######## block 1 ########
### Cell classes on the final placement, block 1

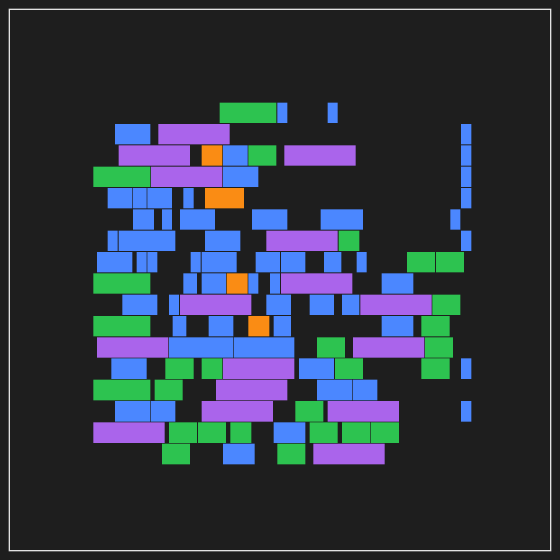

`config.mk`:
```
export PLATFORM = sky130hd
export DESIGN_NAME = ram_fifo_ctrl
export DESIGN_NICKNAME = d
export VERILOG_FILES = /design/src/rtl/ram_fifo_ctrl.sv
export SDC_FILE = /design/constraint.sdc
export NUM_CORES = 1
export LEC_CHECK = 0
export CAP_MARGIN = 25
export CORE_MARGIN = 10
export CORE_UTILIZATION = 40
export CTS_CLUSTER_DIAMETER = 100
export DETAILED_ROUTE_END_ITERATION = 7
export HOLD_SLACK_MARGIN = 0.08
export PLACE_DENSITY = 0.78
export SLEW_MARGIN = 30
export SYNTH_ARGS = -nofsm -noshare
export SYNTH_HDL_FRONTEND = slang
export SYNTH_SLANG_ARGS = --single-unit
```
`constraint.sdc`:
```
create_clock -name clk -period 2.95 [get_ports clk]
set_input_delay 0.4425 -clock clk [delete_from_list [all_inputs] [get_ports clk]]
set_output_delay 0.4425 -clock clk [all_outputs]
set_load 0.05 [all_outputs]
```
`src/rtl/ram_fifo_ctrl.sv`:
```
// ram_fifo_ctrl: valid/ready FIFO controller around an external 1-cycle-latency register RAM
module ram_fifo_ctrl #(
    parameter int DW     = 4,
    parameter int DEPTH  = 8,
    parameter int AW     = 3,
    parameter int RAM_AW = 8
) (
    input  logic              clk,
    input  logic              rst_n,
    input  logic              in_valid,
    output logic              in_ready,
    input  logic [DW-1:0]     in_data,
    output logic              out_valid,
    input  logic              out_ready,
    output logic [DW-1:0]     out_data,
    output logic [AW:0]       count,
    output logic              ram_write_en,
    output logic [RAM_AW-1:0] ram_write_addr,
    output logic [DW-1:0]     ram_write_data,
    output logic              ram_read_en,
    output logic [RAM_AW-1:0] ram_read_addr,
    input  logic [DW-1:0]     ram_read_data
);
    typedef enum logic [1:0] {IDLE, FETCH, HOLD} state_t;
    state_t state, state_nxt;
    logic [AW-1:0] wr_ptr, rd_ptr;
    logic [AW:0] mem_cnt;
    logic push, pop, rd_issue;
    assign count     = mem_cnt + (AW+1)'(state == FETCH) + (AW+1)'(out_valid);
    assign in_ready  = count < (AW+1)'(DEPTH);
    assign push      = rst_n && in_valid && in_ready;
    assign out_valid = state == HOLD;
    assign pop       = out_valid && out_ready;
    // only RAM-resident items are readable, so a same-cycle push never collides with the read
    assign rd_issue  = mem_cnt != '0 && (state == IDLE || pop);
    assign ram_write_en   = push;
    assign ram_write_addr = {{(RAM_AW-AW){1'b0}}, wr_ptr};
    assign ram_write_data = in_data;
    assign ram_read_en    = rd_issue;
    assign ram_read_addr  = {{(RAM_AW-AW){1'b0}}, rd_ptr};
    always_comb begin
        state_nxt = state;
        case (state)
            IDLE:    state_nxt = rd_issue ? FETCH : IDLE;
            FETCH:   state_nxt = HOLD;
            HOLD:    state_nxt = !pop ? HOLD : rd_issue ? FETCH : IDLE;
            default: state_nxt = IDLE;
        endcase
    end
    always_ff @(posedge clk or negedge rst_n) begin
        if (!rst_n) begin
            state    <= IDLE;
            wr_ptr   <= '0;
            rd_ptr   <= '0;
            mem_cnt  <= '0;
            out_data <= '0;
        end else begin
            state   <= state_nxt;
            wr_ptr  <= wr_ptr + AW'(push);
            rd_ptr  <= rd_ptr + AW'(rd_issue);
            mem_cnt <= mem_cnt + (AW+1)'(push) - (AW+1)'(rd_issue);
            if (state == FETCH)
                out_data <= ram_read_data;
        end
    end
endmodule

```
######## block 2 ########
==> src/rtl/risc_bus_pkg.sv <==
// risc_bus_pkg: shared bus-source constants, source indices and arbiter state type.
package risc_bus_pkg;
  localparam int N_SRC     = 32;
  localparam int SRC_IDX_W = 5;
  localparam int IDX_W     = SRC_IDX_W;
  localparam int MAX_HOLD  = 8;
  localparam int HOLD_W    = $clog2(MAX_HOLD);
  localparam logic [SRC_IDX_W-1:0] SRC_R0 = 5'd0, SRC_R1 = 5'd1, SRC_R2 = 5'd2, SRC_R3 = 5'd3;
  localparam logic [SRC_IDX_W-1:0] SRC_R4 = 5'd4, SRC_R5 = 5'd5, SRC_R6 = 5'd6, SRC_R7 = 5'd7;
  localparam logic [SRC_IDX_W-1:0] SRC_R8 = 5'd8, SRC_R9 = 5'd9, SRC_R10 = 5'd10, SRC_R11 = 5'd11;
  localparam logic [SRC_IDX_W-1:0] SRC_R12 = 5'd12, SRC_R13 = 5'd13, SRC_R14 = 5'd14, SRC_R15 = 5'd15;
  localparam logic [SRC_IDX_W-1:0] SRC_HI = 5'd16, SRC_LO = 5'd17, SRC_ZHI = 5'd18, SRC_ZLO = 5'd19;
  localparam logic [SRC_IDX_W-1:0] SRC_PC = 5'd20, SRC_MDR = 5'd21, SRC_INPORT = 5'd22, SRC_C = 5'd23;
  typedef enum logic {IDLE, OWNED} arb_state_t;
endpackage

==> src/rtl/bus_source_arbiter_if.sv <==
// bus_source_arbiter_if: request/lock and grant signals between bus sources and the arbiter.
interface bus_source_arbiter_if;
  import risc_bus_pkg::*;
  logic [N_SRC-1:0] req;
  logic             lock;
  logic [N_SRC-1:0] grant;
  logic             grant_valid;
  modport master (output req, lock, input grant, grant_valid);
  modport slave  (input req, lock, output grant, grant_valid);
endinterface

==> src/rtl/rr_pick.sv <==
// rr_pick: first set request at or after start, wrapping; rotate, find-first-set, un-rotate.
module rr_pick
  import risc_bus_pkg::*;
(
  input  logic [N_SRC-1:0] req,
  input  logic [IDX_W-1:0] start,
  output logic             found,
  output logic [IDX_W-1:0] winner
);
  logic [2*N_SRC-1:0] dbl;
  logic [N_SRC-1:0]   rot;
  logic [IDX_W-1:0]   off;
  always_comb begin
    dbl = {req, req} >> start;
    rot = dbl[N_SRC-1:0];
    off = '0;
    for (int i = N_SRC - 1; i >= 0; i--) off = rot[i] ? IDX_W'(i) : off;
  end
  assign found  = |req;
  assign winner = start + off;
endmodule

==> src/rtl/bus_source_arbiter.sv <==
// bus_source_arbiter: round-robin one-hot bus-source arbiter with lock tenure.
// Define ARB_HOLD_TIMEOUT_EN to cap locked tenure at MAX_HOLD cycles when others wait.
module bus_source_arbiter
  import risc_bus_pkg::*;
(
  input logic                 clk,
  input logic                 rst_n,
  bus_source_arbiter_if.slave bus
);
  arb_state_t       state_q, state_d;
  logic [IDX_W-1:0] owner_q, owner_d, ptr_q, ptr_d, winner;
  logic [N_SRC-1:0] grant_q, grant_d;
  logic             grant_valid_q, found, hold;
  rr_pick u_pick (.req(bus.req), .start(ptr_q), .found(found), .winner(winner));
`ifdef ARB_HOLD_TIMEOUT_EN
  logic [HOLD_W-1:0] cnt_q, cnt_d;
  logic              expired, sat;
  always_comb begin
    sat     = cnt_q == HOLD_W'(MAX_HOLD - 1);
    expired = sat && |(bus.req & ~(N_SRC'(1) << owner_q));
    hold    = state_q == OWNED && bus.req[owner_q] && bus.lock && !expired;
    cnt_d   = hold ? (sat ? cnt_q : cnt_q + HOLD_W'(1)) : '0;
  end
  always_ff @(posedge clk or negedge rst_n)
    if (!rst_n) cnt_q <= '0;
    else cnt_q <= cnt_d;
`else
  assign hold = state_q == OWNED && bus.req[owner_q] && bus.lock;
`endif
  // Re-arbitration happens in the same cycle the hold ends, so owners change without a bubble.
  always_comb begin
    state_d = hold ? state_q : (found ? OWNED : IDLE);
    owner_d = (hold || !found) ? owner_q : winner;
    ptr_d   = (hold || !found) ? ptr_q : winner + IDX_W'(1);
    grant_d = hold ? grant_q : (found ? N_SRC'(1) << winner : '0);
  end
  always_ff @(posedge clk or negedge rst_n)
    if (!rst_n) begin
      state_q       <= IDLE;
      owner_q       <= '0;
      ptr_q         <= '0;
      grant_q       <= '0;
      grant_valid_q <= 1'b0;
    end else begin
      state_q       <= state_d;
      owner_q       <= owner_d;
      ptr_q         <= ptr_d;
      grant_q       <= grant_d;
      grant_valid_q <= |grant_d;
    end
  assign bus.grant       = grant_q;
  assign bus.grant_valid = grant_valid_q;
endmodule

==> src/flat_wrapper.sv <==
// flat-port wrapper written by rule: the top's interface ports become plain ports
module bus_source_arbiter_flat import risc_bus_pkg::*;
  (clk, rst_n, bus_req, bus_lock, bus_grant, bus_grant_valid);
  bus_source_arbiter_if bus_i ();
  input logic clk;
  input logic rst_n;
  input wire logic [$bits(bus_i.req)-1:0] bus_req;
  input wire logic [$bits(bus_i.lock)-1:0] bus_lock;
  output wire logic [$bits(bus_i.grant)-1:0] bus_grant;
  output wire logic [$bits(bus_i.grant_valid)-1:0] bus_grant_valid;
  assign bus_i.req = bus_req;
  assign bus_i.lock = bus_lock;
  assign bus_grant = bus_i.grant;
  assign bus_grant_valid = bus_i.grant_valid;
  bus_source_arbiter u_core (.clk(clk), .rst_n(rst_n), .bus(bus_i));
endmodule
==> config.mk <==
export PLATFORM = sky130hd
export DESIGN_NAME = bus_source_arbiter_flat
export DESIGN_NICKNAME = d
export VERILOG_FILES = /design/src/rtl/risc_bus_pkg.sv /design/src/rtl/bus_source_arbiter_if.sv /design/src/rtl/rr_pick.sv /design/src/rtl/bus_source_arbiter.sv /design/src/flat_wrapper.sv
export SDC_FILE = /design/constraint.sdc
export NUM_CORES = 1
export LEC_CHECK = 0
export ABC_CLOCK_PERIOD_IN_PS = 7900
export CAP_MARGIN = 20
export CORE_ASPECT_RATIO = 1.4
export CORE_MARGIN = 1.5
export CORE_UTILIZATION = 59
export CTS_CLUSTER_SIZE = 20
export DETAILED_ROUTE_END_ITERATION = 12
export GPL_TIMING_DRIVEN = 0
export MAX_ROUTING_LAYER = met4
export PLACE_DENSITY = 0.83
export SYNTH_ARGS = -nofsm -noshare
export SYNTH_HDL_FRONTEND = slang
export SYNTH_HIERARCHICAL = 1
export SYNTH_SLANG_ARGS = --single-unit
==> constraint.sdc <==
create_clock -name clk -period 7.9 [get_ports clk]
set_clock_uncertainty 0.2 [all_clocks]
set_input_delay 1.975 -clock clk [delete_from_list [all_inputs] [get_ports clk]]
set_output_delay 1.975 -clock clk [all_outputs]
set_load 0.02 [all_outputs]
######## block 3 ########
==> config.mk <==
export PLATFORM = sky130hd
export DESIGN_NAME = prng_ctrl
export DESIGN_NICKNAME = d
export VERILOG_FILES = /design/src/rtl/gps_pkg.sv /design/src/rtl/period_meter.sv /design/src/rtl/prng_ctrl.sv
export SDC_FILE = /design/constraint.sdc
export NUM_CORES = 1
export LEC_CHECK = 0
export ABC_AREA = 1
export ABC_CLOCK_PERIOD_IN_PS = 2050
export CORE_MARGIN = 2
export CORE_UTILIZATION = 52
export DETAILED_ROUTE_END_ITERATION = 16
export GPL_ROUTABILITY_DRIVEN = 0
export PLACE_DENSITY_LB_ADDON = 0.08
export SYNTH_ARGS = -nofsm -noshare
export SYNTH_HDL_FRONTEND = slang
export SYNTH_SLANG_ARGS = --single-unit
==> constraint.sdc <==
create_clock -name clk_in -period 2.05 [get_ports clk_in]
set_clock_uncertainty 0.05 [all_clocks]
set_input_delay 0.5125 -clock clk_in [delete_from_list [all_inputs] [get_ports clk_in]]
set_output_delay 0.5125 -clock clk_in [all_outputs]
set_load 0.01 [all_outputs]
==> src/rtl/gps_pkg.sv <==
// -----------------------------------------------------------------------------
// gps_pkg
// Shared definitions for the GPS signal generator PRNG sequencer.
//   ST_IDLE / ST_RUN / ST_DONE : sequencer state encoding
//   *_BITS_DEF                 : default widths for divider, burst length and
//                                period counter
// -----------------------------------------------------------------------------
package gps_pkg;

    localparam logic [1:0] ST_IDLE = 2'd0;
    localparam logic [1:0] ST_RUN  = 2'd1;
    localparam logic [1:0] ST_DONE = 2'd2;

    localparam int DIV_BITS_DEF = 8;
    localparam int LEN_BITS_DEF = 16;
    localparam int CNT_BITS_DEF = 32;

endpackage

==> src/rtl/period_meter.sv <==
// -----------------------------------------------------------------------------
// period_meter
// Turns PRNG epoch strobes into a registered epoch marker and measures the
// number of steps between consecutive epochs.
// Ports:
//   clk_in           in   system clock
//   rst_in_n         in   asynchronous active-low reset
//   clr              in   restart measurement (new run)
//   step             in   PRNG step strobe
//   epoch            in   PRNG start pulse (only honoured together with step)
//   epoch_out        out  one-cycle pulse the cycle after an epoch step
//   period_out       out  steps between the last two epochs (saturating)
//   period_valid_out out  period_out holds a measured value
// -----------------------------------------------------------------------------
module period_meter
    import gps_pkg::*;
#(
    parameter int CNT_BITS = CNT_BITS_DEF
) (
    input  logic                clk_in,
    input  logic                rst_in_n,
    input  logic                clr,
    input  logic                step,
    input  logic                epoch,
    output logic                epoch_out,
    output logic [CNT_BITS-1:0] period_out,
    output logic                period_valid_out
);

    logic [CNT_BITS-1:0] per_cnt_q, per_cnt_d;
    logic [CNT_BITS-1:0] period_q, period_d;
    logic [CNT_BITS-1:0] per_inc;
    logic                first_q, first_d;
    logic                valid_q, valid_d;
    logic                epoch_q;
    logic                epoch_step;

    // An epoch only counts when the PRNG actually stepped this cycle.
    assign epoch_step = step & epoch;

    // Saturating increment; shared by the running count and the period load,
    // so a period longer than the counter reads back as all-ones.
    assign per_inc = (per_cnt_q == '1) ? per_cnt_q : per_cnt_q + CNT_BITS'(1);

    always_comb begin
        per_cnt_d = per_cnt_q;
        period_d  = period_q;
        first_d   = first_q;
        valid_d   = valid_q;
        if (clr) begin
            // period_out is deliberately kept so software can still read the
            // last measurement; only its valid flag is withdrawn.
            per_cnt_d = '0;
            first_d   = 1'b0;
            valid_d   = 1'b0;
        end else if (epoch_step) begin
            per_cnt_d = '0;
            first_d   = 1'b1;
            if (first_q) begin
                period_d = per_inc;
                valid_d  = 1'b1;
            end
        end else if (step) begin
            per_cnt_d = per_inc;
        end
    end

    always_ff @(posedge clk_in or negedge rst_in_n) begin
        if (!rst_in_n) begin
            per_cnt_q <= '0;
            period_q  <= '0;
            first_q   <= 1'b0;
            valid_q   <= 1'b0;
            epoch_q   <= 1'b0;
        end else begin
            per_cnt_q <= per_cnt_d;
            period_q  <= period_d;
            first_q   <= first_d;
            valid_q   <= valid_d;
            epoch_q   <= epoch_step;
        end
    end

    assign epoch_out        = epoch_q;
    assign period_out       = period_q;
    assign period_valid_out = valid_q;

endmodule

==> src/rtl/prng_ctrl.sv <==
// -----------------------------------------------------------------------------
// prng_ctrl
// Sequencer for the LFSR PRNG: generates the step-enable strobe at a
// programmable sub-rate of clk_in, runs finite bursts or continuously, and
// reports epochs and the measured code period.
// Ports:
//   clk_in           in   system clock
//   rst_in_n         in   asynchronous active-low reset
//   start_in         in   one-cycle run command (IDLE only)
//   stop_in          in   abort command (any state)
//   div_in           in   step every div_in+1 clocks, latched on start
//   len_in           in   steps per burst, 0 = continuous, latched on start
//   prng_start_in    in   PRNG start pulse (enable AND initial state)
//   prng_ena_out     out  PRNG enable strobe, one cycle per step
//   busy_out         out  high in RUN and DONE
//   done_out         out  one-cycle pulse when a finite burst completes
//   epoch_out        out  one-cycle pulse the cycle after an epoch step
//   period_out       out  steps between the last two epochs
//   period_valid_out out  period_out holds a measured value
// -----------------------------------------------------------------------------
module prng_ctrl
    import gps_pkg::*;
#(
    parameter int DIV_BITS = DIV_BITS_DEF,
    parameter int LEN_BITS = LEN_BITS_DEF,
    parameter int CNT_BITS = CNT_BITS_DEF
) (
    input  logic                clk_in,
    input  logic                rst_in_n,
    input  logic                start_in,
    input  logic                stop_in,
    input  logic [DIV_BITS-1:0] div_in,
    input  logic [LEN_BITS-1:0] len_in,
    input  logic                prng_start_in,
    output logic                prng_ena_out,
    output logic                busy_out,
    output logic                done_out,
    output logic                epoch_out,
    output logic [CNT_BITS-1:0] period_out,
    output logic                period_valid_out
);

    logic [1:0]          state_q, state_d;
    logic [DIV_BITS-1:0] div_lat_q, div_lat_d;
    logic [DIV_BITS-1:0] div_cnt_q, div_cnt_d;
    logic [LEN_BITS-1:0] len_lat_q, len_lat_d;
    logic [LEN_BITS-1:0] step_cnt_q, step_cnt_d;
    logic                strobe;
    logic                meter_clr;
    logic                burst_end;

    // Pure register decode: the strobe must not depend combinationally on
    // any input, so the PRNG enable is glitch-free and timing-clean.
    assign strobe = (state_q == ST_RUN) && (div_cnt_q == div_lat_q);

    // Finite burst finishes when this strobe brings the step count to len.
    assign burst_end = strobe && (len_lat_q != '0) &&
                       ((step_cnt_q + LEN_BITS'(1)) == len_lat_q);

    always_comb begin
        // NOTE: every signal driven here gets a default first; a path that
        // leaves one unassigned would infer a latch.
        state_d    = state_q;
        div_lat_d  = div_lat_q;
        len_lat_d  = len_lat_q;
        div_cnt_d  = div_cnt_q;
        step_cnt_d = step_cnt_q;
        meter_clr  = 1'b0;

        case (state_q)
            ST_IDLE: begin
                // stop_in wins over a simultaneous start_in.
                if (start_in && !stop_in) begin
                    state_d    = ST_RUN;
                    div_lat_d  = div_in;
                    len_lat_d  = len_in;
                    div_cnt_d  = '0;
                    step_cnt_d = '0;
                    meter_clr  = 1'b1;
                end
            end

            ST_RUN: begin
                if (strobe) begin
                    div_cnt_d  = '0;
                    // In continuous mode the step count is free to wrap.
                    step_cnt_d = step_cnt_q + LEN_BITS'(1);
                end else begin
                    div_cnt_d = div_cnt_q + DIV_BITS'(1);
                end

                if (stop_in) begin
                    state_d = ST_IDLE;
                end else if (burst_end) begin
                    state_d = ST_DONE;
                end
            end

            ST_DONE: begin
                // Single-cycle state; start_in is ignored here.
                state_d = ST_IDLE;
            end

            default: begin
                state_d = ST_IDLE;
            end
        endcase
    end

    always_ff @(posedge clk_in or negedge rst_in_n) begin
        if (!rst_in_n) begin
            state_q    <= ST_IDLE;
            div_lat_q  <= '0;
            len_lat_q  <= '0;
            div_cnt_q  <= '0;
            step_cnt_q <= '0;
        end else begin
            // NOTE: state registers use non-blocking assignments so all of
            // them update from the same pre-edge values.
            state_q    <= state_d;
            div_lat_q  <= div_lat_d;
            len_lat_q  <= len_lat_d;
            div_cnt_q  <= div_cnt_d;
            step_cnt_q <= step_cnt_d;
        end
    end

    period_meter #(
        .CNT_BITS (CNT_BITS)
    ) u_period_meter (
        .clk_in           (clk_in),
        .rst_in_n         (rst_in_n),
        .clr              (meter_clr),
        .step             (strobe),
        .epoch            (prng_start_in),
        .epoch_out        (epoch_out),
        .period_out       (period_out),
        .period_valid_out (period_valid_out)
    );

    assign prng_ena_out = strobe;
    assign busy_out     = (state_q == ST_RUN) || (state_q == ST_DONE);
    assign done_out     = (state_q == ST_DONE);

endmodule


## Gallery

Wire density map.
Plate I
Bar = 20 um. The die is cut into 23 by 23 equal tiles; dark blue is low, red is high, scaled to the fullest tile. Values are wire area over tile area, all layers added.
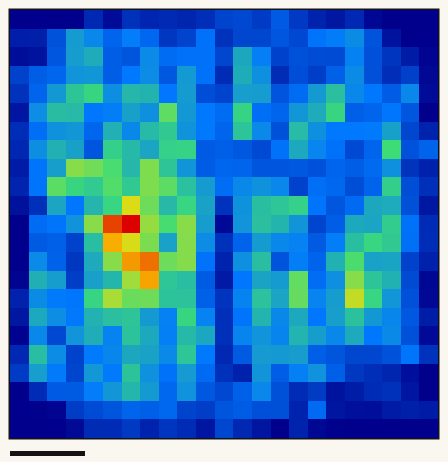
Plate II
Bar = 20 um. The die is cut into 14 by 14 equal tiles; dark blue is low, red is high, scaled to the fullest tile. Values are wire area over tile area, all layers added.
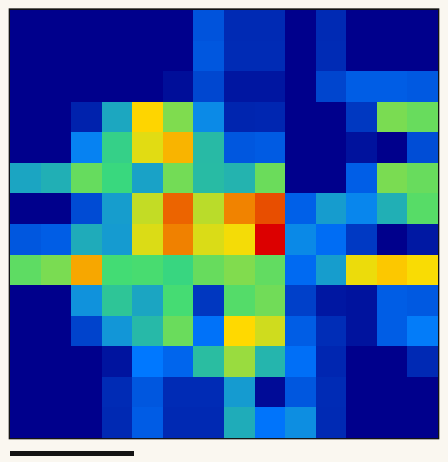
Plate III
Bar = 20 um. The die is cut into 18 by 26 equal tiles; dark blue is low, red is high, scaled to the fullest tile. Values are wire area over tile area, all layers added.
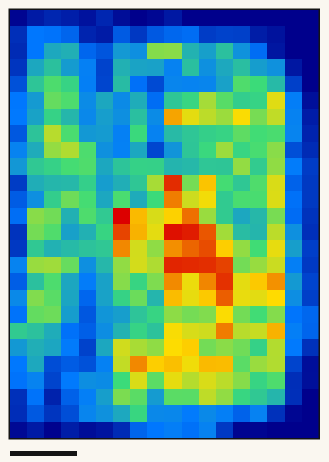
block 3: Plate I
block 1: Plate II
block 2: Plate III

Key to Plate II:
The fullest tile reaches 0.32. The mean over all tiles is 0.074. 31% of the tiles are nearly empty. The densest ninth of the die: centre. 20% of the tiles are over half the peak.

### Cells by drive strength, block 1

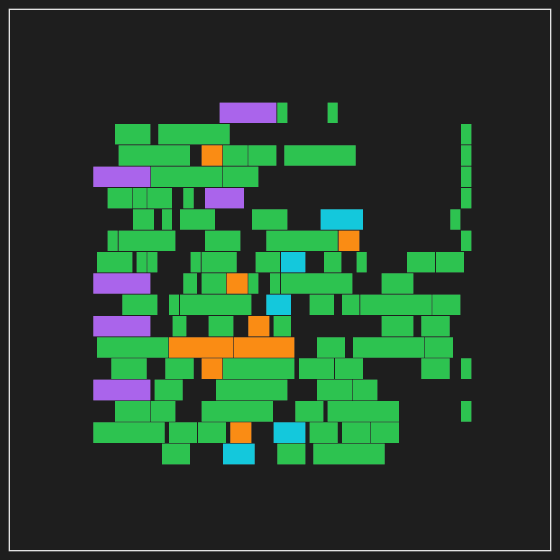
Green stands for _0 and _1 cells, cells 86, share 82%. Purple stands for _6 and larger, cells 6, share 5.7%. Cyan stands for _2 cells, cells 5, share 4.8%. Orange stands for _3 and _4 cells, cells 8, share 7.6%.
Non-clk bufs: 27
Final Instance Area: 1271 um^2
Final WS setup: 255.3 ps

## Picture notes: 'Cell classes on the final placement' of block 1
Purple stands for sequential cells, cells 16. Green stands for remaining buffers and delay cells, cells 27. Blue stands for combinational and other logic, cells 58. Orange stands for clock drivers and dummy loads, cells 4.
sequential share of cell area: 31.50%
Final Util: 56.38%
core region area: 2255 um^2

==> Slide: Implementation Results, block 1 <==
Physical Implementation Snapshot

Final layout
  – Non-filler cells in the finished layout: ~130
  – Fill count: just over 200
  – Inverters: 9
  – Clock buf/inv share: between 2 and 3%
  – Largest class: combinational gates
  – Diode count: 0
  – Combinational fraction of the cell area: 35.63%
  – Sequential Area: 400.4 um^2
  – Multi-input gates: 49
  – Final nets: ~130

Critical path
  – Worst setup path startpoint: state[0]
  – Slowest cell delay on critical path: 710 ps
  – Crit path to: count[0]
  – Worst Setup Start Kind: flop
  – Crit path cell chain: nor2b_1 > ha_1 > clkdlybuf4s50_1
  – RR Startpoint: state[0]
  – Worst flop-to-flop path endpoint: mem_cnt[2]

Clocking
  – Setup bufs post-CTS: 0
  – H-Tree Depth: 1

Synthesis
  – AO/OA Area Share: 7.199%
  – Post-synth top cells: dfrtp_1, buf_4, ha_1
  – Synth cell types: 22
  – Yosys adder share: 17.80%
  – Xor+xnor area frac: 7.330%
  – Yosys top cell area share: between 40% and 50%

Routing
  – DR vias/cell: 4.647
  – WL per Instance: approximately 16 um

Timing
  – Period minus WS final: 2695 ps
  – Worst-Margin Slew: about 570 ps
  – Layout Skew: around 1.6 ps
  – Max-slew headroom: slightly above 60%
  – Final slew viol count: 0

Place
  – Placed instance area: roughly 1200 um^2
  – Number of instances in the placed design: 129
  – Placed wire-length estimate: 1751 um
  – Port Buffers: 25

Floorplanning
  – Num tapcells: 28
  – Core Rows: 17
  – Chip footprint: 4745 um^2

Job
  – Tool Warnings: 27

GRT
  – GRT Util Overall: 8.969%
  – First-pass GRT wire length: 3208 um

Run status
  – Status: finished clean
-- block 1: worst register-to-register path, cell delays in order (launching register included) --
cell and delay [ps]:
dfrtp_1 420, nor2b_1 500, ha_1 270, and2_1 170, a31oi_4 70, mux2i_4 250, ha_1 210, inv_1 50
fa_1 370, xnor2_1 130
-- block 1: metal layers --
metal  routed length [um]  track usage [%]  part of all wire (%)  vias up
met5                    0                0                     0        -
met4                   23            3.695                   1.1        0
met3                  291            4.348                    14        6
met2                 1017            15.18                    49       23
met1                  735            9.305                    36      301
li1                     -                -                     -      288
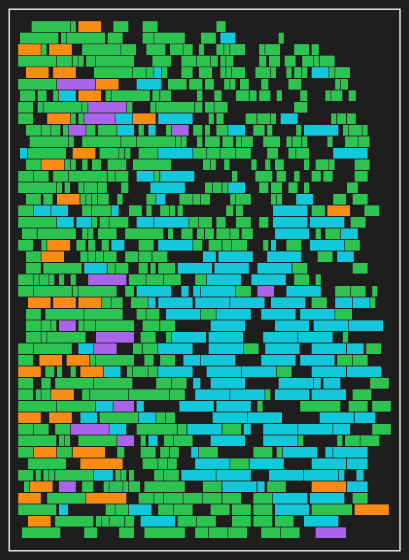
*Cells by drive strength, block 2*
Orange stands for _3 and _4 cells, cells 34, share 5.2%. Cyan stands for _2 cells, cells 140, share 21%. Purple stands for _6 and larger, cells 15, share 2.3%. Green stands for _0 and _1 cells, cells 470, share 71%.
Final Instance Area: 7686 um^2
Non-clk bufs: 111

==> Slide: Implementation Results, block 2 <==
Physical Implementation Snapshot

Run status
  – Status: finished clean

Clocking
  – CTS tree: built
  – Post_cts resized: 10

Place
  – Placed wire-length estimate: 17,750 um
  – Placed instance area: between 7000 and 8000 um^2

Synthesis
  – Synth Seq Share: 16.80%
  – Post-synth top area cell: mux4_2
  – MUX area fraction: roughly half
  – Mapped Nets: 630

Routing
  – WL per Instance: 30.65 um
  – Via count: 6,317
  – Met3 layer wire length in the routed design: roughly 2500 um

Final layout
  – Sequential Area: 1101 um^2
  – Final nets: 704
  – Non-filler cells in the finished layout: 800
  – Inverters: 18

Floorplanning
  – Chip footprint: around 12,000 um^2
  – Die width: 92.09 um
  – Num tapcells: 141
  – Core region area: 10,810 um^2
  – Floorplan Utilization: 60.64%
  – Die H: 127.7 um

Timing
  – # setup viols final: 0
  – Period minus WS final: ~7600 ps
  – Final period util: 96.11%

Critical path
  – Worst flop-to-flop path endpoint: u_core/bus.grant_valid
  – Worst Setup Start Kind: input port
  – Slowest cell delay on critical path: 620 ps
  – CP max stage cell: mux4_2
  – Reg2Reg Depth: 23
  – WP depth: 22

GRT
  – GRT overflow: 0
  – GR Util met1: 47.19%
  – Initial antenna violation count: 0

Job
  – Tool Warnings: 30
## block 2: registers in the layout, summed over array words and instances (netlist names)
register	flops
u_core/bus.grant	32
u_core/owner_q	5
u_core/bus.grant_valid	1
u_core/state_q	1
u_core/ptr_q	5
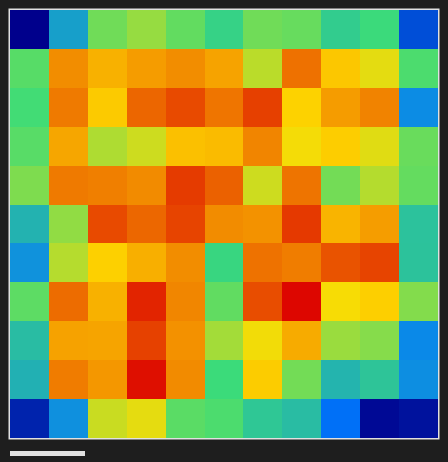
*Local utilization, block 3*
Bar = 20 um. The die is cut into 11 by 11 equal tiles; dark blue is low, red is high, 0 to 100% covered.
The mean over all tiles is 67%. 1.7% of the tiles are nearly empty. The densest ninth of the die: centre.
Final Util: 74.55%
Floorplan Utilization: 52.95%
core region area: 11,960 um^2

==> Slide: Implementation Results, block 3 <==
Physical Implementation Snapshot

Timing
  – Final WS setup: -46.94 ps
  – Hold Vio Cnt, Final: 0
  – Final slew viol count: 0
  – Max-slew headroom: between 60% and 70%
  – # setup viols final: 9

Synthesis
  – Yosys Instances: 843
  – Synth top cell by count: nand2_1
  – Top cells by area: dfrtp_1, nand2_1, inv_1
  – Mapped Cells: roughly 840
  – Synth cell types: 31
  – #FFs+latches synth: about 120
  – Post-synth top area cell: dfrtp_1
  – Yosys top cell area share: between 40% and 50%
  – EDFF count, synth: 0
  – YS chip area: 6334 um^2

GRT
  – GRT Util Overall: 28.53%
  – Initial antenna violation count: 0

Routing
  – Starting DRT DRC Count: 572
  – Met3 layer wire length in the routed design: 838 um
  – Top sig layer: met4
  – Drt total wl: 18,710 um
  – Routed length on met2: just under 10,000 um

Clocking
  – CTS Buf Count: 17
  – H-Tree Depth: 4
  – Hold_buf cts: 0
  – Post_cts resized: 34

Critical path
  – Kind of cell adding the most delay to the critical path: simple AND/OR/NAND/NOR gates
  – Reg2Reg Depth: 12
  – CP max stage cell: dfrtp_1
  – R2R setup slack: -30 ps
  – Crit path to: prng_ena_out

Run status
  – Status: finished, violations left
  – Failing checks: negative setup slack

Floorplanning
  – Chip footprint: around 13,000 um^2
  – Top Ports: approximately 66
block 3: cell type report:
class	count	area (um^2)	share of cell area, %
multi-input combinational	596	3259	36.55
sequential	117	2929	32.85
timing repair buffer	149	1513	16.96
clock buffer	21	470.5	5.276
inverter	107	411.6	4.616
tap	147	183.9	2.063
clock inverter	11	150.1	1.684
block 3: registers in the layout, indices dropped and copies added, names as in the netlist:
register                         flops
state_q                              2
u_period_meter.period_valid_out      1
u_period_meter.period_out           32
u_period_meter.per_cnt_q            32
len_lat_q                           16
div_lat_q                            8
step_cnt_q                          16
div_cnt_q                            8
u_period_meter.first_q               1
u_period_meter.epoch_out             1


## Gallery

Routing congestion map.
(a)
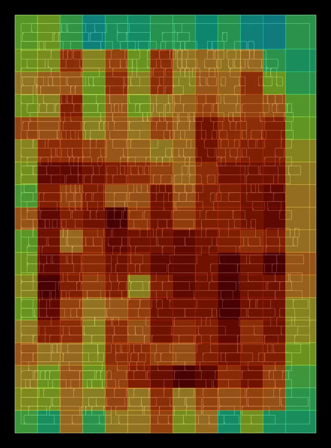
(b)
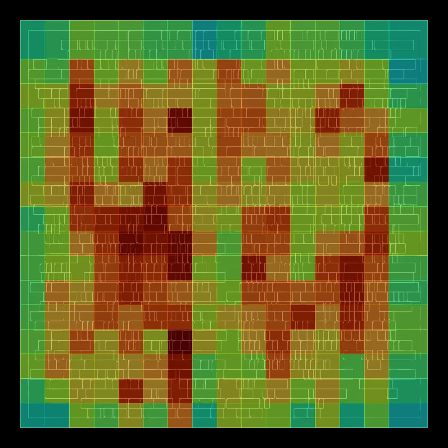
(c)
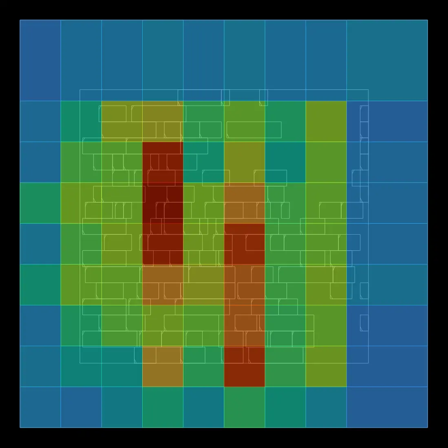
For block 1, see (c).
For block 2, see (a).
For block 3, see (b).
The one with the lowest track usage is (c).

